# ---- block 1 ----
Block 1, metal layers overlaid:
Two of the layers only.
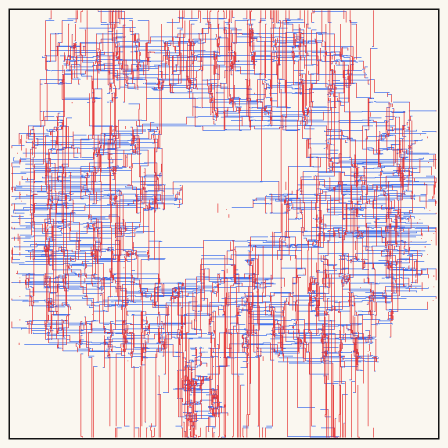

### config.mk
export PLATFORM = sky130hd
export DESIGN_NAME = fetch_queue_flat
export DESIGN_NICKNAME = d
export VERILOG_FILES = /design/src/rtl/fetch_queue_if.sv /design/src/rtl/fetch_queue.sv /design/src/flat_wrapper.sv
export SDC_FILE = /design/constraint.sdc
export NUM_CORES = 1
export LEC_CHECK = 0
export ABC_AREA = 1
export CORE_MARGIN = 2
export CORE_UTILIZATION = 25
export CTS_CLUSTER_SIZE = 25
export DETAILED_ROUTE_END_ITERATION = 16
export PLACE_DENSITY = 0.45
export SYNTH_ARGS = -nofsm -noshare
export SYNTH_HDL_FRONTEND = slang
export SYNTH_SLANG_ARGS = --single-unit
### constraint.sdc
create_clock -name clk -period 10.78 [get_ports clk]
set_input_delay 1.078 -clock clk [delete_from_list [all_inputs] [get_ports clk]]
set_output_delay 1.078 -clock clk [all_outputs]
set_load 0.005 [all_outputs]
### src/rtl/fetch_queue_if.sv
// Handshake bundle between fetch, the fetch queue and decode.
// The fetch/decode side uses master; the queue itself uses slave.
interface fetch_queue_if #(
   parameter int XLEN  = 64,
   parameter int ILEN  = 32,
   parameter int DEPTH = 4
);
   localparam int CW = $clog2(DEPTH + 1);

   logic            push_valid_F;
   logic            push_ready_F;
   logic [XLEN-1:0] PC_F;
   logic [ILEN-1:0] Instr_F;
   logic            pop_ready_D;
   logic            valid_D;
   logic [XLEN-1:0] PC_D;
   logic [ILEN-1:0] Instr_D;
   logic            flush;
   logic [CW-1:0]   count;

   modport master (
      output push_valid_F, PC_F, Instr_F, pop_ready_D, flush,
      input  push_ready_F, valid_D, PC_D, Instr_D, count
   );

   modport slave (
      input  push_valid_F, PC_F, Instr_F, pop_ready_D, flush,
      output push_ready_F, valid_D, PC_D, Instr_D, count
   );
endinterface

### src/rtl/fetch_queue.sv
// FIFO of {PC, Instr} pairs between fetch and decode, with flush on redirect.
// An optional bypass lets a push into an empty queue reach decode in the same cycle.
module fetch_queue #(
   parameter int XLEN   = 64,
   parameter int ILEN   = 32,
   parameter int DEPTH  = 4,
   parameter int BYPASS = 0
) (
   input logic         clk,
   input logic         rst,
   fetch_queue_if.slave q
);
   localparam int PW = $clog2(DEPTH);
   localparam int CW = $clog2(DEPTH + 1);
   localparam logic [CW-1:0]   FULL_C  = CW'(DEPTH);
   localparam logic [CW-1:0]   CNT_ONE = CW'(1);
   localparam logic [PW-1:0]   PTR_ONE = PW'(1);
   localparam logic [ILEN-1:0] NOP     = ILEN'(32'h0000_0013);

   logic [XLEN-1:0] mem_pc    [DEPTH];
   logic [ILEN-1:0] mem_instr [DEPTH];
   logic [PW-1:0]   rd_ptr, wr_ptr;
   logic [CW-1:0]   cnt;

   logic empty, full, bypass_hit, bypass_take;
   logic push_fire, pop_fire, do_write, do_read;

   assign empty = (cnt == '0);
   assign full  = (cnt == FULL_C);

   // Bypass only applies to an empty queue; once anything is stored, order comes from memory.
   assign bypass_hit  = (BYPASS != 0) && empty && q.push_valid_F && !q.flush;
   assign bypass_take = bypass_hit && q.pop_ready_D;

   assign q.push_ready_F = !full && !q.flush;
   assign q.valid_D      = !q.flush && (!empty || bypass_hit);
   assign q.count        = cnt;

   assign push_fire = q.push_valid_F && q.push_ready_F;
   assign pop_fire  = q.valid_D && q.pop_ready_D;
   assign do_write  = push_fire && !bypass_take;
   assign do_read   = pop_fire && !bypass_take;

   always_comb begin
      q.PC_D    = '0;
      q.Instr_D = NOP;
      if (bypass_hit) begin
         q.PC_D    = q.PC_F;
         q.Instr_D = q.Instr_F;
      end else if (!empty) begin
         q.PC_D    = mem_pc[rd_ptr];
         q.Instr_D = mem_instr[rd_ptr];
      end
   end

   always_ff @(posedge clk) begin
      if (rst || q.flush) begin
         rd_ptr <= '0;
         wr_ptr <= '0;
         cnt    <= '0;
      end else begin
         if (do_write) wr_ptr <= wr_ptr + PTR_ONE;
         if (do_read)  rd_ptr <= rd_ptr + PTR_ONE;
         case ({do_write, do_read})
            2'b10:   cnt <= cnt + CNT_ONE;
            2'b01:   cnt <= cnt - CNT_ONE;
            default: cnt <= cnt;
         endcase
      end
   end

   // Storage is deliberately left unreset; empty-queue outputs are forced above instead.
   always_ff @(posedge clk) begin
      if (!rst && do_write) begin
         mem_pc[wr_ptr]    <= q.PC_F;
         mem_instr[wr_ptr] <= q.Instr_F;
      end
   end
endmodule

### src/flat_wrapper.sv
// flat-port wrapper written by rule: the top's interface ports become plain ports
module fetch_queue_flat 
#(
   parameter int XLEN   = 64,
   parameter int ILEN   = 32,
   parameter int DEPTH  = 4,
   parameter int BYPASS = 0
)
  (clk, rst, q_push_valid_F, q_PC_F, q_Instr_F, q_pop_ready_D, q_flush, q_push_ready_F, q_valid_D, q_PC_D, q_Instr_D, q_count);
  fetch_queue_if #(.XLEN(XLEN), .ILEN(ILEN), .DEPTH(DEPTH)) q_i ();
  input logic clk;
  input logic rst;
  input wire logic [$bits(q_i.push_valid_F)-1:0] q_push_valid_F;
  input wire logic [$bits(q_i.PC_F)-1:0] q_PC_F;
  input wire logic [$bits(q_i.Instr_F)-1:0] q_Instr_F;
  input wire logic [$bits(q_i.pop_ready_D)-1:0] q_pop_ready_D;
  input wire logic [$bits(q_i.flush)-1:0] q_flush;
  output wire logic [$bits(q_i.push_ready_F)-1:0] q_push_ready_F;
  output wire logic [$bits(q_i.valid_D)-1:0] q_valid_D;
  output wire logic [$bits(q_i.PC_D)-1:0] q_PC_D;
  output wire logic [$bits(q_i.Instr_D)-1:0] q_Instr_D;
  output wire logic [$bits(q_i.count)-1:0] q_count;
  assign q_i.push_valid_F = q_push_valid_F;
  assign q_i.PC_F = q_PC_F;
  assign q_i.Instr_F = q_Instr_F;
  assign q_i.pop_ready_D = q_pop_ready_D;
  assign q_i.flush = q_flush;
  assign q_push_ready_F = q_i.push_ready_F;
  assign q_valid_D = q_i.valid_D;
  assign q_PC_D = q_i.PC_D;
  assign q_Instr_D = q_i.Instr_D;
  assign q_count = q_i.count;
  fetch_queue #(.XLEN(XLEN), .ILEN(ILEN), .DEPTH(DEPTH), .BYPASS(BYPASS)) u_core (.clk(clk), .rst(rst), .q(q_i));
endmodule
# ---- block 2 ----
$ cat config.mk
export PLATFORM = sky130hd
export DESIGN_NAME = alu_mc
export DESIGN_NICKNAME = d
export VERILOG_FILES = /design/src/rtl/alu_pkg.sv /design/src/rtl/alu_mul_seq.sv /design/src/rtl/alu_mc.sv
export SDC_FILE = /design/constraint.sdc
export NUM_CORES = 1
export LEC_CHECK = 0
export ABC_AREA = 1
export CORE_AREA = 5 5 240 242
export CTS_CLUSTER_DIAMETER = 200
export CTS_CLUSTER_SIZE = 16
export DETAILED_ROUTE_END_ITERATION = 16
export DIE_AREA = 0 0 245 247
export PLACE_DENSITY_LB_ADDON = 0.08
export SLEW_MARGIN = 20
export SYNTH_ARGS = -nofsm -noshare
export SYNTH_HDL_FRONTEND = slang
export SYNTH_SLANG_ARGS = --single-unit
$ cat constraint.sdc
create_clock -name clk -period 3.7 [get_ports clk]
set_clock_uncertainty 0.1 [all_clocks]
set_input_delay 0.925 -clock clk [delete_from_list [all_inputs] [get_ports clk]]
set_output_delay 0.925 -clock clk [all_outputs]
set_load 0.03 [all_outputs]
$ cat src/rtl/alu_pkg.sv
// Shared op encodings and controller state encoding for the multi-cycle ALU.
package alu_pkg;

    localparam logic [2:0] OP_AND = 3'b000;
    localparam logic [2:0] OP_OR  = 3'b001;
    localparam logic [2:0] OP_ADD = 3'b010;
    localparam logic [2:0] OP_MUL = 3'b011;
    localparam logic [2:0] OP_NOR = 3'b100;
    localparam logic [2:0] OP_XOR = 3'b101;
    localparam logic [2:0] OP_SUB = 3'b110;
    localparam logic [2:0] OP_SLT = 3'b111;

    localparam logic [1:0] ST_IDLE = 2'b00;
    localparam logic [1:0] ST_MUL  = 2'b01;
    localparam logic [1:0] ST_DONE = 2'b10;

endpackage

$ cat src/rtl/alu_mul_seq.sv
// Iterative shift-add unsigned multiplier: one partial product per cycle, WIDTH cycles per product.
module alu_mul_seq
    import alu_pkg::*;
#(
    parameter int WIDTH = 32
) (
    input  logic                 clk,
    input  logic                 rst,
    input  logic                 start,
    input  logic [WIDTH-1:0]     a_mag,
    input  logic [WIDTH-1:0]     b_mag,
    output logic                 busy,
    output logic                 done,
    output logic [2*WIDTH-1:0]   prod
);

    localparam int CW = $clog2(WIDTH + 1);
    localparam logic [CW-1:0] LAST_ITER = CW'(WIDTH - 1);

    logic               busy_q,   busy_d;
    logic [CW-1:0]      cnt_q,    cnt_d;
    logic [2*WIDTH-1:0] mcand_q,  mcand_d;
    logic [2*WIDTH-1:0] acc_q,    acc_d;
    logic [WIDTH-1:0]   mplier_q, mplier_d;

    // Next-state for one shift-add step; counter wraps to zero on the last step.
    always_comb begin
        busy_d   = busy_q;
        cnt_d    = cnt_q;
        mcand_d  = mcand_q;
        acc_d    = acc_q;
        mplier_d = mplier_q;
        if (start) begin
            busy_d   = 1'b1;
            cnt_d    = {CW{1'b0}};
            mcand_d  = {{WIDTH{1'b0}}, a_mag};
            mplier_d = b_mag;
            acc_d    = {(2*WIDTH){1'b0}};
        end else if (busy_q) begin
            if (mplier_q[0]) begin
                acc_d = acc_q + mcand_q;
            end else begin
                acc_d = acc_q;
            end
            mcand_d  = mcand_q << 1;
            mplier_d = mplier_q >> 1;
            if (cnt_q == LAST_ITER) begin
                busy_d = 1'b0;
                cnt_d  = {CW{1'b0}};
            end else begin
                cnt_d  = cnt_q + CW'(1);
            end
        end else begin
            busy_d = 1'b0;
        end
    end

    // Multiplier state registers.
    always_ff @(posedge clk) begin
        if (rst) begin
            busy_q   <= 1'b0;
            cnt_q    <= {CW{1'b0}};
            mcand_q  <= {(2*WIDTH){1'b0}};
            acc_q    <= {(2*WIDTH){1'b0}};
            mplier_q <= {WIDTH{1'b0}};
        end else begin
            busy_q   <= busy_d;
            cnt_q    <= cnt_d;
            mcand_q  <= mcand_d;
            acc_q    <= acc_d;
            mplier_q <= mplier_d;
        end
    end

    assign busy = busy_q;
    assign done = busy_q && (cnt_q == LAST_ITER);
    assign prod = acc_q;

endmodule

$ cat src/rtl/alu_mc.sv
// Multi-cycle ALU with valid/ready handshakes; single-cycle ops plus a sequential multiply.
module alu_mc
    import alu_pkg::*;
#(
    parameter int WIDTH = 32
) (
    input  logic             clk,
    input  logic             rst,
    input  logic             in_valid,
    output logic             in_ready,
    input  logic [WIDTH-1:0] a,
    input  logic [WIDTH-1:0] b,
    input  logic [2:0]       op,
    input  logic             unsig,
    output logic             out_valid,
    input  logic             out_ready,
    output logic [WIDTH-1:0] aluout,
    output logic             compout,
    output logic             overflow
);

    localparam logic [WIDTH-1:0]   ONE_W  = WIDTH'(1);
    localparam logic [2*WIDTH-1:0] ONE_2W = (2*WIDTH)'(1);

    logic [1:0]       state_q,     state_d;
    logic             out_valid_q, out_valid_d;
    logic [WIDTH-1:0] aluout_q,    aluout_d;
    logic             compout_q,   compout_d;
    logic             overflow_q,  overflow_d;
    logic             cmp_pend_q,  cmp_pend_d;
    logic             sgn_pend_q,  sgn_pend_d;
    logic             neg_q,       neg_d;

    logic [WIDTH:0]     sum_s;
    logic [WIDTH-1:0]   diff_s;
    logic               lt_u_s, lt_s;
    logic [WIDTH-1:0]   res_s;
    logic               ovf_s;
    logic [WIDTH-1:0]   a_mag_s, b_mag_s;
    logic               in_ready_s, mul_start_s;
    logic               mul_busy_s, mul_done_s;
    logic [2*WIDTH-1:0] prod_s, full_s;
    logic               mul_ovf_s;

    assign sum_s   = {1'b0, a} + {1'b0, b};
    assign diff_s  = a - b;
    assign lt_u_s  = (a < b);
    assign lt_s    = unsig ? ($signed(a) < $signed(b)) : lt_u_s;
    assign a_mag_s = (unsig && a[WIDTH-1]) ? (~a + ONE_W) : a;
    assign b_mag_s = (unsig && b[WIDTH-1]) ? (~b + ONE_W) : b;

    // Single-cycle datapath; unsig=1 selects signed semantics.
    always_comb begin
        res_s = {WIDTH{1'b0}};
        ovf_s = 1'b0;
        case (op)
            OP_AND: res_s = a & b;
            OP_OR:  res_s = a | b;
            OP_NOR: res_s = ~(a | b);
            OP_XOR: res_s = a ^ b;
            OP_ADD: begin
                res_s = sum_s[WIDTH-1:0];
                ovf_s = unsig ? ((a[WIDTH-1] == b[WIDTH-1]) && (sum_s[WIDTH-1] != a[WIDTH-1]))
                              : sum_s[WIDTH];
            end
            OP_SUB: begin
                res_s = diff_s;
                ovf_s = unsig ? ((a[WIDTH-1] != b[WIDTH-1]) && (diff_s[WIDTH-1] != a[WIDTH-1]))
                              : lt_u_s;
            end
            OP_SLT: res_s = {{(WIDTH-1){1'b0}}, lt_s};
            default: begin
                res_s = {WIDTH{1'b0}};
                ovf_s = 1'b0;
            end
        endcase
    end

    alu_mul_seq #(.WIDTH(WIDTH)) u_mul (
        .clk   (clk),
        .rst   (rst),
        .start (mul_start_s),
        .a_mag (a_mag_s),
        .b_mag (b_mag_s),
        .busy  (mul_busy_s),
        .done  (mul_done_s),
        .prod  (prod_s)
    );

    // Signed overflow: the upper WIDTH+1 bits of the product must be a pure sign extension.
    assign full_s    = neg_q ? (~prod_s + ONE_2W) : prod_s;
    assign mul_ovf_s = sgn_pend_q ? ~((&full_s[2*WIDTH-1:WIDTH-1]) | ~(|full_s[2*WIDTH-1:WIDTH-1]))
                                  : (|full_s[2*WIDTH-1:WIDTH]);

    // Handshake and sequencing controller.
    always_comb begin
        state_d     = state_q;
        out_valid_d = out_valid_q && !out_ready;
        aluout_d    = aluout_q;
        compout_d   = compout_q;
        overflow_d  = overflow_q;
        cmp_pend_d  = cmp_pend_q;
        sgn_pend_d  = sgn_pend_q;
        neg_d       = neg_q;
        in_ready_s  = 1'b0;
        mul_start_s = 1'b0;
        case (state_q)
            ST_IDLE: begin
                in_ready_s = !rst && !(out_valid_q && !out_ready);
                if (in_valid && in_ready_s) begin
                    if (op == OP_MUL) begin
                        mul_start_s = 1'b1;
                        state_d     = ST_MUL;
                        cmp_pend_d  = lt_s;
                        sgn_pend_d  = unsig;
                        neg_d       = unsig && (a[WIDTH-1] ^ b[WIDTH-1]);
                    end else begin
                        out_valid_d = 1'b1;
                        aluout_d    = res_s;
                        compout_d   = lt_s;
                        overflow_d  = ovf_s;
                    end
                end else begin
                    state_d = ST_IDLE;
                end
            end
            ST_MUL: begin
                if (mul_done_s) begin
                    state_d = ST_DONE;
                end else if (!mul_busy_s) begin
                    state_d = ST_IDLE;
                end else begin
                    state_d = ST_MUL;
                end
            end
            ST_DONE: begin
                if (!out_valid_q || out_ready) begin
                    out_valid_d = 1'b1;
                    aluout_d    = full_s[WIDTH-1:0];
                    compout_d   = cmp_pend_q;
                    overflow_d  = mul_ovf_s;
                    state_d     = ST_IDLE;
                end else begin
                    state_d = ST_DONE;
                end
            end
            default: state_d = ST_IDLE;
        endcase
    end

    // Controller and result registers.
    always_ff @(posedge clk) begin
        if (rst) begin
            state_q     <= ST_IDLE;
            out_valid_q <= 1'b0;
            aluout_q    <= {WIDTH{1'b0}};
            compout_q   <= 1'b0;
            overflow_q  <= 1'b0;
            cmp_pend_q  <= 1'b0;
            sgn_pend_q  <= 1'b0;
            neg_q       <= 1'b0;
        end else begin
            state_q     <= state_d;
            out_valid_q <= out_valid_d;
            aluout_q    <= aluout_d;
            compout_q   <= compout_d;
            overflow_q  <= overflow_d;
            cmp_pend_q  <= cmp_pend_d;
            sgn_pend_q  <= sgn_pend_d;
            neg_q       <= neg_d;
        end
    end

    assign in_ready  = in_ready_s;
    assign out_valid = out_valid_q;
    assign aluout    = aluout_q;
    assign compout   = compout_q;
    assign overflow  = overflow_q;

endmodule

Block 1, congestion heat map:
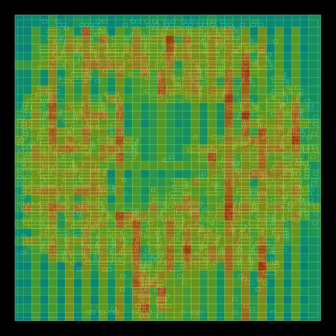
M3 GR Usage: 2.32%
routing usage on met1: 16.4%
WL/cell: 17.9 um
GRT Total Usage: 12.3%

## Picture notes: 'metal layers overlaid' of block 1
legend:
  red:
    layer: M2
    wire_length: 19,300 um
  blue:
    layer: M1
    wire_length: 17,800 um
total wire length: 39,700 um
via count: 9,588

==> results.yml, block 1 <==
# yosys + openroad results
run:
  maxCapViolations: 0
die:
  die_h_um: 252
timing:
  rsz0062_at_grt: "false"
  slew_violations: 0
  period_used_pct: 44.7
  timing.final.ws_setup_ns: 5.96
  min_period_ns: 4.82
  setup_tns_ns: 0
detailed_routing:
  drtPass1Iterations: 7
  highest_layer: "met5"
  dr_wl_met3_um: 1880
  wl_met1_um: 17800
power_and_ir_drop:
  comb_power_share_pct: 4.8
  p_sw_uw: 687
  power_leader: "sequential cells"
  totalPowerFinal_uw: 3320
  pg_comb_uw: 159
status:
  run_status: "complete, no violations"
grt:
  top_usage_layer: "met2"
  grt_pass1_vias: 9319
clock_tree:
  clkSinkCount: 393
  clock-root-buffer: "clkbuf_16"
hold_path:
  hold_depth: 2
logic_synthesis:
  top_area_cell: "edfxtp_1"
  fp_nets: 1316
  top_cell_area_share_pct: 75.3
  synth_flops: 393
  synth_seq_share_pct: 76.5
placed_design:
  numPlacedInstances: 2132
cells_and_area:
  nMultiInputCombCells: 719
  nClkBuffers: 53
  num-nonclk-buffers: 214
critical_path:
  r2r_cells: 5
Block 2, a small window of the routed layout:
Window x 171 to 196, y 49 to 74 um. Cells in grey, sequential cells in the stronger grey; small squares are vias.
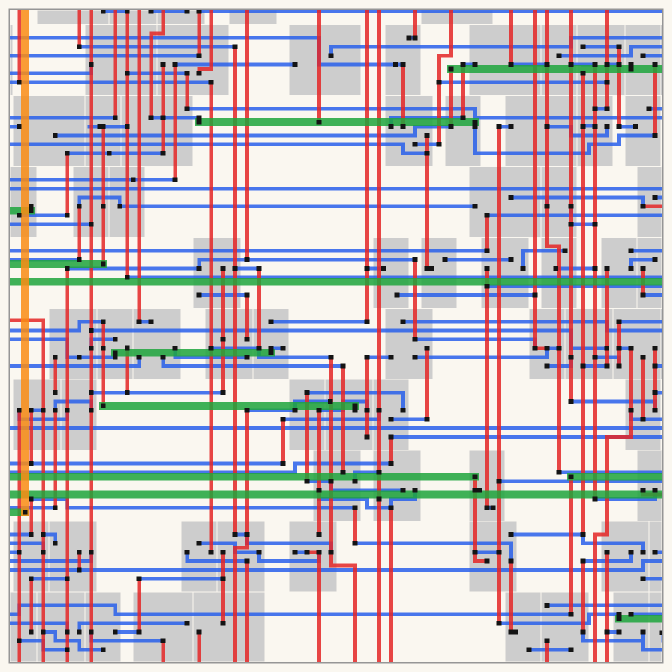
legend:
  orange:
    layer: M4
  green:
    layer: M3
  blue:
    layer: M1
  red:
    layer: M2
cells with their middle in the window: 63
sequential cells in the window: 0
most frequent: nand2_1 (13), nand3_1 (12)

==> results.yml, block 2 <==
# yosys + openroad results
status:
  run_status: "complete, no violations"
cells_and_area:
  lay_top_cells: "nand2_1 (742), buf_4 (469), inv_1 (462)"
  logic_area_um2: 15300
  comb_share_pct: 56.2
  stdcell_area_um2: 27300
  fin_cells: 4827
  flop-count: 207
  num-nonclk-buffers: 582
timing:
  setup_tns_ns: 0
  setup_viol: 0
logic_synthesis:
  ys_warn_count: 0
  synth_flops: 207
  edf_count: 0
  ys_sh_aoi_pct: 25.7
  syn_avg_cell_area_um2: 5.94
critical_path:
  path_depth: 16
  max_stage_delay_ns: 0.48
  crit_path_start: "a[23]"
  worstPathCellList: "clkdlybuf4s50_1, inv_1, ha_2, inv_1, a21oi_1, o21ai_0, a21oi_1, nor2_1, a211oi_1, buf_4, nand2_1, xor2_1, buf_4, o21ai_1, nand2_1, a21oi_1"
  crit_fanout: 7
die:
  chipArea_um2: 60500
  die_h_um: 247
grt:
  grtUsageTotal_pct: 33.3
clock_tree:
  clkSinkCount: 207
  cts_tree: "yes"
placed_design:
  dp_slack_ns: -0.379
power_and_ir_drop:
  switching_share_pct: 35.4
detailed_routing:
  routed_wl_um: 104000
hold_path:
  holdCritStartpoint: "u_mul.mplier_q[6]$_SDFFE_PP0P_"

==> notes/layouts.md <==
Pictures saved along the way, in no particular order.

Met4 routing.
panel A
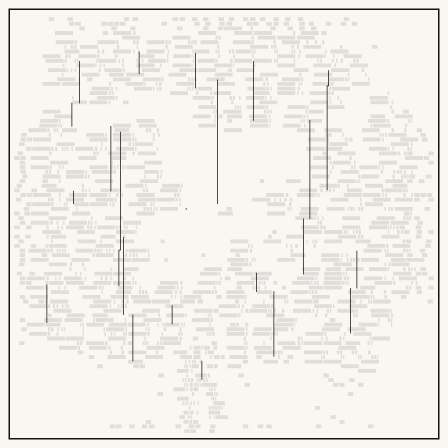
panel B
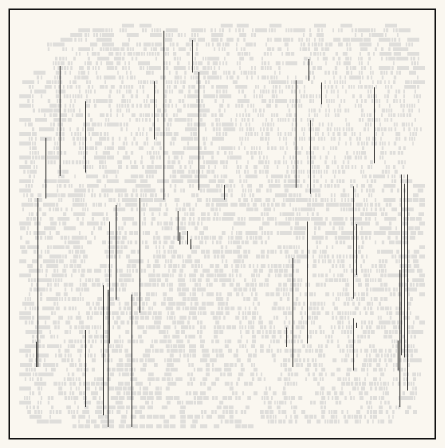
panel A: block 1
panel B: block 2


# ---- block 3 ----
Block 3, a small window of the routed layout:
Window x 42 to 67, y 19 to 44 um. Cells in grey, sequential cells in the stronger grey; small squares are vias.
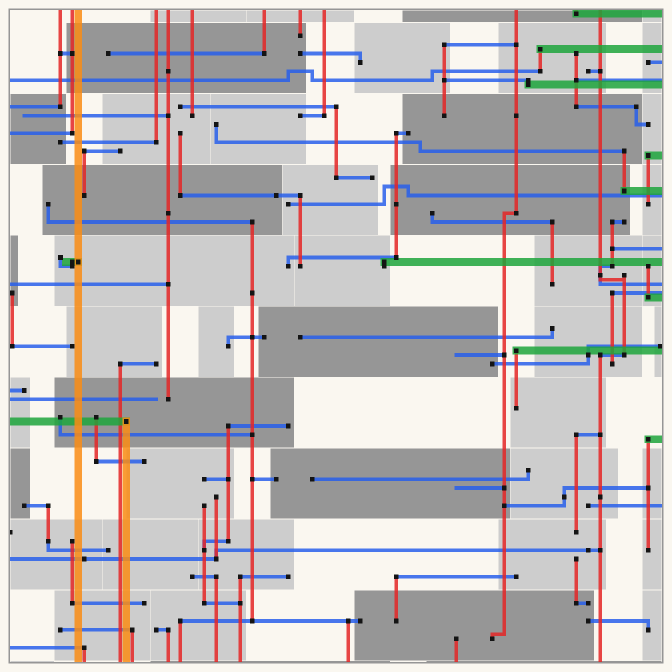

===== config.mk =====
export PLATFORM = sky130hd
export DESIGN_NAME = bnn_seq_ctrl
export DESIGN_NICKNAME = d
export VERILOG_FILES = /design/src/rtl/bnn_seq_ctrl_pkg.sv /design/src/rtl/bnn_seq_ctrl.sv
export SDC_FILE = /design/constraint.sdc
export NUM_CORES = 1
export LEC_CHECK = 0
export CORE_ASPECT_RATIO = 1.75
export CORE_MARGIN = 1
export CORE_UTILIZATION = 40
export DETAILED_ROUTE_END_ITERATION = 12
export PLACE_DENSITY_LB_ADDON = 0.1
export SYNTH_ARGS = -nofsm -noshare
export SYNTH_HDL_FRONTEND = slang
export SYNTH_SLANG_ARGS = --single-unit

===== constraint.sdc =====
create_clock -name clk -period 2.3 [get_ports clk]
set_clock_uncertainty 0.05 [all_clocks]
set_input_delay 0.23 -clock clk [delete_from_list [all_inputs] [get_ports clk]]
set_output_delay 0.23 -clock clk [all_outputs]
set_load 0.01 [all_outputs]

===== src/rtl/bnn_seq_ctrl_pkg.sv =====
// Shared definitions for the sequential BNN inference controller: state
// encoding, prediction-width helper and default core latency.
package bnn_seq_ctrl_pkg;

  typedef enum logic [1:0] {
    ST_IDLE = 2'd0,
    ST_LOAD = 2'd1,
    ST_RUN  = 2'd2,
    ST_DONE = 2'd3
  } state_e;

  // Run counter is sized for the largest legal latency (1023).
  localparam int RUN_CNT_W = 10;

  function automatic int pred_w(input int class_cnt);
    return (class_cnt < 2) ? 1 : $clog2(class_cnt);
  endfunction

  // Hidden layer, output layer, plus two pipeline cycles in the core.
  function automatic int lat(input int hidden_cnt, input int class_cnt);
    return hidden_cnt + class_cnt + 2;
  endfunction

endpackage


===== src/rtl/bnn_seq_ctrl.sv =====
// Sequencing controller for one ROM-weight BNN core: latches a feature vector,
// pulses the core reset, waits the fixed latency and captures the prediction.
module bnn_seq_ctrl
  import bnn_seq_ctrl_pkg::*;
#(
  parameter int FEAT_CNT   = 12,
  parameter int FEAT_BITS  = 4,
  parameter int HIDDEN_CNT = 40,
  parameter int CLASS_CNT  = 6,
  parameter int LATENCY    = lat(HIDDEN_CNT, CLASS_CNT),
  parameter int CNT_W      = 16,
  localparam int PRED_W    = pred_w(CLASS_CNT),
  localparam int FEAT_W    = FEAT_CNT * FEAT_BITS
) (
  input  logic              clk,
  input  logic              rst,
  input  logic              in_valid,
  output logic              in_ready,
  input  logic [FEAT_W-1:0] in_features,
  output logic              core_rst,
  output logic [FEAT_W-1:0] core_features,
  input  logic [PRED_W-1:0] core_prediction,
  output logic              out_valid,
  input  logic              out_ready,
  output logic [PRED_W-1:0] out_prediction,
  output logic              busy,
  output logic [CNT_W-1:0]  infer_cnt
);

  localparam logic [RUN_CNT_W-1:0] RUN_LOAD = RUN_CNT_W'(LATENCY - 1);

  state_e                state_q, state_d;
  logic [RUN_CNT_W-1:0]  run_cnt_q, run_cnt_d;
  logic                  core_rst_q, core_rst_d;
  logic [FEAT_W-1:0]     feat_q, feat_d;
  logic [PRED_W-1:0]     pred_q, pred_d;
  logic [CNT_W-1:0]      cnt_q, cnt_d;
  logic                  accept;

  always_ff @(posedge clk or posedge rst) begin
    if (rst) begin
      state_q    <= ST_IDLE;
      run_cnt_q  <= '0;
      core_rst_q <= 1'b0;
      feat_q     <= '0;
      pred_q     <= '0;
      cnt_q      <= '0;
    end else begin
      state_q    <= state_d;
      run_cnt_q  <= run_cnt_d;
      core_rst_q <= core_rst_d;
      feat_q     <= feat_d;
      pred_q     <= pred_d;
      cnt_q      <= cnt_d;
    end
  end

  always_comb begin
    state_d    = state_q;
    run_cnt_d  = run_cnt_q;
    core_rst_d = 1'b0;
    feat_d     = feat_q;
    pred_d     = pred_q;
    cnt_d      = cnt_q;
    in_ready   = 1'b0;
    accept     = 1'b0;

    case (state_q)
      ST_IDLE: begin
        in_ready = 1'b1;
        accept   = in_valid;
      end
      ST_LOAD: begin
        run_cnt_d = RUN_LOAD;
        state_d   = ST_RUN;
      end
      ST_RUN: begin
        if (run_cnt_q == '0) begin
          pred_d  = core_prediction;
          cnt_d   = cnt_q + 1'b1;
          state_d = ST_DONE;
        end else begin
          run_cnt_d = run_cnt_q - 1'b1;
        end
      end
      ST_DONE: begin
        // in_ready must not depend on in_valid, only on out_ready.
        if (out_ready) begin
          in_ready = 1'b1;
          accept   = in_valid;
          state_d  = ST_IDLE;
        end
      end
      default: state_d = ST_IDLE;
    endcase

    if (accept) begin
      feat_d     = in_features;
      state_d    = ST_LOAD;
      core_rst_d = 1'b1;
    end
  end

  assign core_rst       = core_rst_q;
  assign core_features  = feat_q;
  assign out_valid      = (state_q == ST_DONE);
  assign out_prediction = pred_q;
  assign busy           = (state_q == ST_LOAD) || (state_q == ST_RUN);
  assign infer_cnt      = cnt_q;

endmodule


# ---- block 4 ----
### src/rtl/toybox_seq_pkg.sv
`default_nettype none
// ============================================================================
//  Module      : toybox_seq_pkg
//  Description : Shared state encoding and default widths for the step sequencer.
//  Revision    : 1.0 - initial release
// ============================================================================
package toybox_seq_pkg;

    localparam int C_DLY_W = 8;
    localparam int C_ACT_W = 4;

    typedef enum logic [1:0] {
        IDLE = 2'd0,
        LOAD = 2'd1,
        RUN  = 2'd2,
        GAP  = 2'd3
    } seq_state_t;

endpackage
`default_nettype wire

### src/rtl/seq_prog_mem.sv
`default_nettype none
// ============================================================================
//  Module      : seq_prog_mem
//  Description : Program table, synchronous write / asynchronous read, no reset.
//  Revision    : 1.0 - initial release
// ============================================================================
module seq_prog_mem
    import toybox_seq_pkg::*;
#(
    parameter int DEPTH  = 16,
    parameter int ADDR_W = 4,
    parameter int ACT_W  = C_ACT_W,
    parameter int DLY_W  = C_DLY_W
) (
    input  logic              clk,
    input  logic              wr_en,
    input  logic [ADDR_W-1:0] wr_addr,
    input  logic [ACT_W-1:0]  wr_action,
    input  logic [DLY_W-1:0]  wr_delay,
    input  logic [ADDR_W-1:0] rd_addr,
    output logic [ACT_W-1:0]  rd_action,
    output logic [DLY_W-1:0]  rd_delay
);

    logic [ACT_W+DLY_W-1:0] r_mem [DEPTH];

    always_ff @(posedge clk) begin
        if (wr_en) begin
            r_mem[wr_addr] <= {wr_action, wr_delay};
        end
    end

    // Same-cycle write and read return the old entry; the write lands at the edge.
    assign {rd_action, rd_delay} = r_mem[rd_addr];

endmodule
`default_nettype wire

### src/rtl/timed_step_sequencer.sv
`default_nettype none
// ============================================================================
//  Module      : timed_step_sequencer
//  Description : Steps through {action, delay} entries, driving a seconds timer.
//  Revision    : 1.0 - initial release
// ============================================================================
module timed_step_sequencer
    import toybox_seq_pkg::*;
#(
    parameter int DEPTH  = 16,
    parameter int ADDR_W = 4,
    parameter int ACT_W  = C_ACT_W,
    parameter int DLY_W  = C_DLY_W
) (
    input  logic              clk,
    input  logic              rst_n,
    input  logic              wr_en,
    input  logic [ADDR_W-1:0] wr_addr,
    input  logic [ACT_W-1:0]  wr_action,
    input  logic [DLY_W-1:0]  wr_delay,
    input  logic [ADDR_W:0]   num_steps,
    input  logic              loop_en,
    input  logic              go,
    input  logic              abort,
    input  logic              timer_done,
    output logic              timer_start,
    output logic [DLY_W-1:0]  timer_delay,
    output logic [ACT_W-1:0]  action,
    output logic [ADDR_W-1:0] step_idx,
    output logic              busy,
    output logic              finished
);

    localparam logic [ADDR_W:0] C_DEPTH = (ADDR_W+1)'(DEPTH);

    seq_state_t        r_state;
    logic [ADDR_W-1:0] r_idx;
    logic [ADDR_W:0]   r_num;
    logic              r_loop;
    logic              r_timer_start;
    logic [DLY_W-1:0]  r_timer_delay;
    logic [ACT_W-1:0]  r_action;
    logic              r_finished;

    logic [ACT_W-1:0]  w_rd_action;
    logic [DLY_W-1:0]  w_rd_delay;
    logic [ADDR_W:0]   w_num_sat;
    logic [ADDR_W:0]   w_idx_next;
    logic              w_more;

    seq_prog_mem #(
        .DEPTH  (DEPTH),
        .ADDR_W (ADDR_W),
        .ACT_W  (ACT_W),
        .DLY_W  (DLY_W)
    ) u_mem (
        .clk       (clk),
        .wr_en     (wr_en),
        .wr_addr   (wr_addr),
        .wr_action (wr_action),
        .wr_delay  (wr_delay),
        .rd_addr   (r_idx),
        .rd_action (w_rd_action),
        .rd_delay  (w_rd_delay)
    );

    assign w_num_sat  = (num_steps > C_DEPTH) ? C_DEPTH : num_steps;
    assign w_idx_next = {1'b0, r_idx} + 1'b1;
    assign w_more     = (w_idx_next < r_num);

    always_ff @(posedge clk or negedge rst_n) begin
        if (!rst_n) begin
            r_state       <= IDLE;
            r_idx         <= '0;
            r_num         <= '0;
            r_loop        <= 1'b0;
            r_timer_start <= 1'b0;
            r_timer_delay <= '0;
            r_action      <= '0;
            r_finished    <= 1'b0;
        end else begin
            r_finished <= 1'b0;
            if (abort) begin
                r_state       <= IDLE;
                r_timer_start <= 1'b0;
                r_action      <= '0;
                r_idx         <= '0;
            end else begin
                case (r_state)
                    IDLE: begin
                        if (go) begin
                            r_num   <= w_num_sat;
                            r_loop  <= loop_en;
                            r_idx   <= '0;
                            r_state <= LOAD;
                        end
                    end
                    LOAD: begin
                        // An empty program completes without ever touching the timer.
                        if (r_num == '0) begin
                            r_state    <= IDLE;
                            r_finished <= 1'b1;
                        end else begin
                            r_action      <= w_rd_action;
                            r_timer_delay <= w_rd_delay;
                            r_timer_start <= 1'b1;
                            r_state       <= RUN;
                        end
                    end
                    RUN: begin
                        if (timer_done) begin
                            r_timer_start <= 1'b0;
                            r_state       <= GAP;
                        end
                    end
                    GAP: begin
                        if (w_more) begin
                            r_idx   <= w_idx_next[ADDR_W-1:0];
                            r_state <= LOAD;
                        end else if (r_loop) begin
                            r_idx   <= '0;
                            r_state <= LOAD;
                        end else begin
                            r_state    <= IDLE;
                            r_finished <= 1'b1;
                        end
                    end
                    default: r_state <= IDLE;
                endcase
            end
        end
    end

    assign timer_start = r_timer_start;
    assign timer_delay = r_timer_delay;
    assign action      = r_action;
    assign step_idx    = r_idx;
    assign busy        = (r_state != IDLE);
    assign finished    = r_finished;

endmodule
`default_nettype wire
### config.mk
export PLATFORM = sky130hd
export DESIGN_NAME = timed_step_sequencer
export DESIGN_NICKNAME = d
export VERILOG_FILES = /design/src/rtl/toybox_seq_pkg.sv /design/src/rtl/seq_prog_mem.sv /design/src/rtl/timed_step_sequencer.sv
export SDC_FILE = /design/constraint.sdc
export NUM_CORES = 1
export LEC_CHECK = 0
export CORE_MARGIN = 2
export CORE_UTILIZATION = 30
export DETAILED_ROUTE_END_ITERATION = 6
export DONT_BUFFER_PORTS = 1
export SETUP_SLACK_MARGIN = 0.4
export SKIP_CTS_REPAIR_TIMING = 1
export SLEW_MARGIN = 20
export SYNTH_ARGS = -nofsm -noshare
export SYNTH_HDL_FRONTEND = slang
export SYNTH_HIERARCHICAL = 1
export SYNTH_SLANG_ARGS = --single-unit
### constraint.sdc
create_clock -name clk -period 6.5 [get_ports clk]
set_clock_uncertainty 0.05 [all_clocks]
set_input_delay 1.625 -clock clk [delete_from_list [all_inputs] [get_ports clk]]
set_output_delay 1.625 -clock clk [all_outputs]
set_load 0.05 [all_outputs]
# ---- block 5 ----
`config.mk`:
```
export PLATFORM = sky130hd
export DESIGN_NAME = pulse_train_gen
export DESIGN_NICKNAME = d
export VERILOG_FILES = /design/src/rtl/pulse_train_gen.sv
export SDC_FILE = /design/constraint.sdc
export NUM_CORES = 1
export LEC_CHECK = 0
export CORE_MARGIN = 2
export CORE_UTILIZATION = 50
export CTS_CLUSTER_DIAMETER = 100
export CTS_CLUSTER_SIZE = 25
export DETAILED_ROUTE_END_ITERATION = 6
export PLACE_DENSITY = 0.74
export SLEW_MARGIN = 5
export SYNTH_ARGS = -nofsm -noshare
export SYNTH_HDL_FRONTEND = slang
export SYNTH_SLANG_ARGS = --single-unit
```
`constraint.sdc`:
```
create_clock -name clock -period 4.45 [get_ports clock]
set_input_delay 0.6675 -clock clock [delete_from_list [all_inputs] [get_ports clock]]
set_output_delay 0.6675 -clock clock [all_outputs]
set_load 0.03 [all_outputs]
```
`src/rtl/pulse_train_gen.sv`:
```
// Cycle-counted pulse-train generator: each rising edge of `on` runs a burst of
// a programmable delay followed by N high/low pulses, then a one-cycle done strobe.
module pulse_train_gen #(
    parameter int unsigned CW = 8
) (
    input  logic          clock,
    input  logic          clear,
    input  logic          on,
    input  logic [CW-1:0] delay,
    input  logic [CW-1:0] high,
    input  logic [CW-1:0] low,
    input  logic [CW-1:0] count,
    output logic          signal,
    output logic          busy,
    output logic          done
);

    typedef enum logic [2:0] {
        S_IDLE,
        S_DELAY,
        S_HIGH,
        S_LOW,
        S_DONE
    } state_e;

    state_e        state_q, state_d;
    logic          on_q, on_d;
    logic [CW-1:0] cnt_q, cnt_d;
    logic [CW-1:0] rem_q, rem_d;
    logic [CW-1:0] high_q, high_d;
    logic [CW-1:0] low_q, low_d;
    logic          signal_q, signal_d;
    logic          busy_q, busy_d;
    logic          done_q, done_d;
    logic          start_c;

    // rem_q holds the pulses still to be emitted after the current high phase.
    always_comb begin
        state_d  = state_q;
        on_d     = on;
        cnt_d    = cnt_q;
        rem_d    = rem_q;
        high_d   = high_q;
        low_d    = low_q;
        start_c  = on & ~on_q;

        case (state_q)
            S_IDLE, S_DONE: begin
                // DONE exits straight into a new burst if `on` rose during it
                if (state_q == S_DONE) begin
                    state_d = S_IDLE;
                end
                if (start_c) begin
                    state_d = S_DELAY;
                    cnt_d   = delay;
                    rem_d   = count;
                    high_d  = (high == '0) ? CW'(1) : high;
                    low_d   = low;
                end
            end
            S_DELAY: begin
                if (cnt_q == '0) begin
                    if (rem_q == '0) begin
                        state_d = S_DONE;
                    end else begin
                        state_d = S_HIGH;
                        rem_d   = rem_q - CW'(1);
                        cnt_d   = high_q - CW'(1);
                    end
                end else begin
                    cnt_d = cnt_q - CW'(1);
                end
            end
            S_HIGH: begin
                if (cnt_q == '0) begin
                    if (rem_q == '0) begin
                        state_d = S_DONE;
                    end else if (low_q == '0) begin
                        // zero-length low phase: back-to-back highs merge
                        state_d = S_HIGH;
                        rem_d   = rem_q - CW'(1);
                        cnt_d   = high_q - CW'(1);
                    end else begin
                        state_d = S_LOW;
                        cnt_d   = low_q - CW'(1);
                    end
                end else begin
                    cnt_d = cnt_q - CW'(1);
                end
            end
            S_LOW: begin
                if (cnt_q == '0) begin
                    state_d = S_HIGH;
                    rem_d   = rem_q - CW'(1);
                    cnt_d   = high_q - CW'(1);
                end else begin
                    cnt_d = cnt_q - CW'(1);
                end
            end
            default: begin
                state_d = S_IDLE;
            end
        endcase

        signal_d = (state_d == S_HIGH);
        busy_d   = (state_d != S_IDLE);
        done_d   = (state_d == S_DONE);
    end

    always_ff @(posedge clock or negedge clear) begin
        if (!clear) begin
            state_q  <= S_IDLE;
            on_q     <= 1'b0;
            cnt_q    <= '0;
            rem_q    <= '0;
            high_q   <= '0;
            low_q    <= '0;
            signal_q <= 1'b0;
            busy_q   <= 1'b0;
            done_q   <= 1'b0;
        end else begin
            state_q  <= state_d;
            on_q     <= on_d;
            cnt_q    <= cnt_d;
            rem_q    <= rem_d;
            high_q   <= high_d;
            low_q    <= low_d;
            signal_q <= signal_d;
            busy_q   <= busy_d;
            done_q   <= done_d;
        end
    end

    assign signal = signal_q;
    assign busy   = busy_q;
    assign done   = done_q;

endmodule
```
Block 4, power grid:
The bar under the picture is 50 um long. Pins as bars on the die edge. Tap cells in grey.
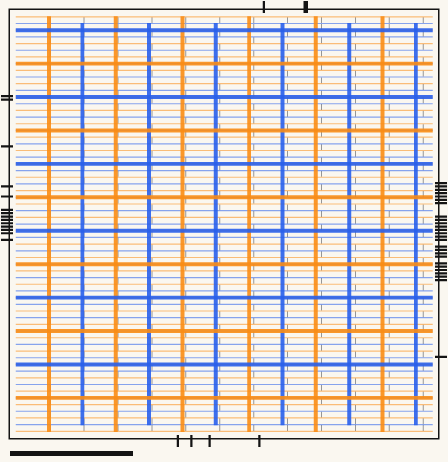
legend:
  blue:
    net: VDD
  orange:
    net: VSS
signal pins: 47
met4 straps: 12
rows: 62
peak supply drop: 0.226 mV
core region area: 28,600 um2
die extent in y: 174 um
chip width: 174 um

==> results.yml, block 4 <==
# yosys + openroad results
status:
  run_status: "complete, no violations"
logic_synthesis:
  ys_cells: 432
  common_cells: "edfxtp_1 (192), mux4_2 (33), dfrtp_1 (26)"
  ys_sh_adder_pct: 0.720
  synthesis.area_um2: 8680
  synth_flops: 218
  top_logic_kind: "multiplexers"
  synthTopCellsByArea: "edfxtp_1 (66%), mux4_2 (8.6%), dfrtp_1 (7.5%), mux4_1 (4.5%), a22oi_1 (2.1%)"
  top_cell_area_share_pct: 66.4
  top_area_cell: "edfxtp_1"
clock_tree:
  cts_made_buffers: 23
  clock-root-buffer: "clkbuf_16"
cells_and_area:
  clock_area_share_pct: 6.97
  num-nonclk-buffers: 8
  fin_nets: 481
  fin_cells: 849
  largest_reg_flops: 192
  nClkBuffers: 26
  logic_area_um2: 2180
power_and_ir_drop:
  power_density_nw_per_um2: 310
  p_seq_uw: 1730
  pg_comb_uw: 140
hold_path:
  hp-class: "flip-flop to flip-flop"
  hold_depth: 2
  holdCritStartpoint: "r_num[2]$_DFFE_PN0P_"
grt:
  grt_overflow_total: 0
detailed_routing:
  vias: 4052
  wl_met2_um: 8180
  highest_layer: "met4"
timing:
  final_hold_viol_count: 0
  slew_headroom_pct: 21.6
  setup_tns_ns: 0
  min_period_ns: 3.22
  hold_ws_ns: 0.467
critical_path:
  max_stage_delay_ns: 0.54
  endpoint_kind: "output pin"
  cp_slowest_cell: "dfrtp_1"
placed_design:
  gp_congestion: 0.777
  numPlacedInstances: 807
Block 3, metal layers overlaid:
Two of the layers only.
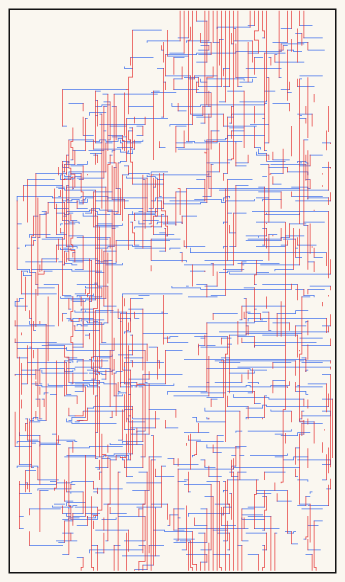
legend:
  red:
    layer: M2
    wire_length: 3,860 um
  blue:
    layer: M1
    wire_length: 3,230 um
total wire length: 7730 um
WL/cell: 14.6 um
GRT Total Usage: 18.2%
via count: 2,620

Notes on 'a small window of the routed layout' of block 3 above:
legend:
  red:
    layer: M2
  green:
    layer: M3
  blue:
    layer: M1
  orange:
    layer: M4
cells with their middle in the window: 28
sequential cells in the window: 8
netlist names of flops here include: `core_features` (8)
most frequent: clkdlybuf4s50_1 (10), mux2_2 (8), dfrtp_1 (8)

==> results.yml, block 3 <==
# yosys + openroad results
run:
  maxCapViolations: 0
  openroad.warnings: 32
critical_path:
  max_stage_delay_ns: 0.54
  cp-endpoint: "infer_cnt[10]$_DFFE_PP0P_"
  r2r-start: "run_cnt_q[7]$_DFFE_PP0P_"
  r2r_cells: 4
power_and_ir_drop:
  pg_comb_uw: 207
logic_synthesis:
  top_area_cell: "dfrtp_1"
  most_common_cell: "dfrtp_1"
  top_logic_kind: "multiplexers"
  synthArstFlopShare_pct: 100
  synthFlopType: "dfrtp_1"
die:
  initial_core_util_pct: 41.6
  dieWidth_um: 72.5
  nWellTaps: 115
clock_tree:
  clkSinkCount: 80
  cts_hold_buf: 0
  clockBufferDepth: 2
detailed_routing:
  highest_layer: "met4"
  avgViaCountPerCell: 4.94
grt:
  grt_first_pass_wirelength_um: 12700
  antenna_found_initial: 0
  met1_usage_pct: 21.5
status:
  run_status: "complete, no violations"
cells_and_area:
  buf_share_pct: 26.7
  flop_area_um2: 2000
  drive_above_1_share_pct: 20.2
  largestClassByArea: "registers"
timing:
  final_hold_viol_count: 0
  hold_ws_ns: 0.324
hold_path:
  hp-class: "primary input to asynchronous set/reset pin"
Block 5, metal layers overlaid:
Two of the layers only.
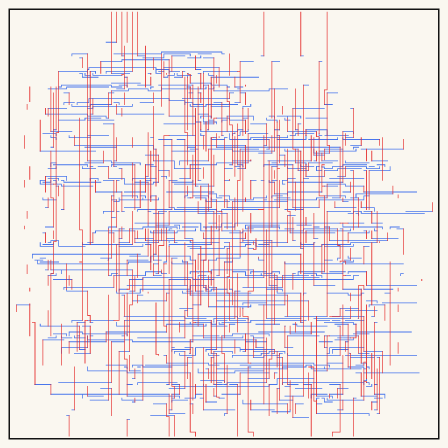
legend:
  red:
    layer: M2
    wire_length: 2,510 um
  blue:
    layer: M1
    wire_length: 2,730 um
via count: 2,185
total wire length: 5560 um
GRT Total Usage: 22.3%

Block 5, where the registers sit:
Other sequential cells in the stronger grey, the rest of the logic in the fainter grey.
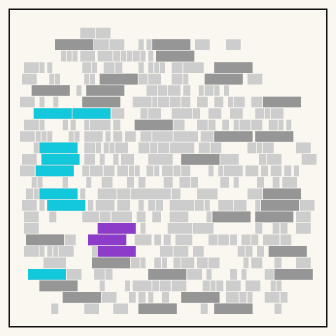
legend:
  cyan:
    netlist_name: `low_q`
    flops: 8
    where: middle left
  purple:
    netlist_name: `state_q`
    flops: 3
not coloured: 28
Reg area: 976 um2
seq pwr: 372 uW
Post-Route Utilization: 62.4%
Seq area share: 32.7%

==> results.yml, block 5 <==
# yosys + openroad results
critical_path:
  r2r_end: "cnt_q[0]$_DFFE_PN0P_"
  r2r_cells: 7
  path_delay_family: "AND-OR/OR-AND gates"
  crit_arrival_ns: 2.80
  critPathBufInv: 1
  endpoint_kind: "flip-flop"
  crit_path_start: "on"
  cp-endpoint: "cnt_q[0]$_DFFE_PN0P_"
power_and_ir_drop:
  seq_power_share_pct: 52.9
  power_density_nw_per_um2: 235
  pg_clk_uw: 266
  totalPowerFinal_uw: 702
  p_leak_uw: 0.00120
  p_sw_uw: 161
detailed_routing:
  wire_per_inst_um: 14.4
  highest_layer: "met4"
  wl_met1_um: 2730
  first_iter_violations: 138
grt:
  grtUsageMet2_pct: 33.8
  grt_pass1_vias: 1989
cells_and_area:
  drive_above_1_share_pct: 9.69
  clock_area_share_pct: 3.35
  logic_area_um2: 1410
  nMultiInputCombCells: 224
  layout.cells.most_common: "nand2_1"
  lay_top_cells: "nand2_1 (51), dfrtp_1 (39), clkdlybuf4s50_1 (36)"
  n_fill_cell: 436
placed_design:
  dp_hpwl_um: 4100
  dp_slack_ns: 1.54
clock_tree:
  cts_tree: "yes"
  cts.repair.resized: 0
  path_clk_slew_ns: 0.08
die:
  chipArea_um2: 5600
  core_um2: 4790
logic_synthesis:
  synthesis.area_um2: 2510
  ys_types: 55
timing:
  period_used_pct: 58.8
  rsz0062_at_grt: "false"
  worst_pin_slew_ns: 0.860
status:
  run_status: "complete, no violations"


==> screenshots <==
Congestion heat map.
picture 1
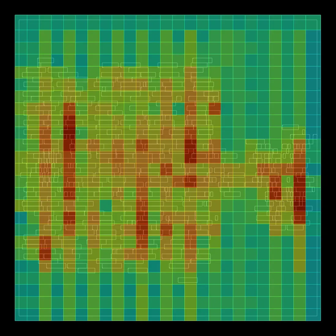
picture 2
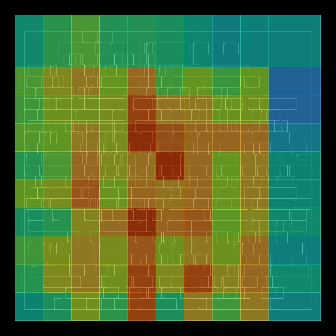
picture 3
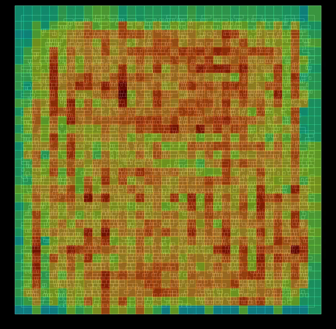
picture 4
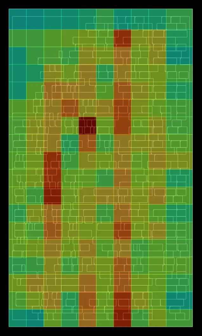
Picture 2 is block 5.
Picture 3 is block 2.
Picture 4 is block 3.
Picture 1 is block 4.
Of these, lowest utilization: picture 1
Of these, highest track usage: picture 3

Power is estimated from default activity; no workload was simulated.
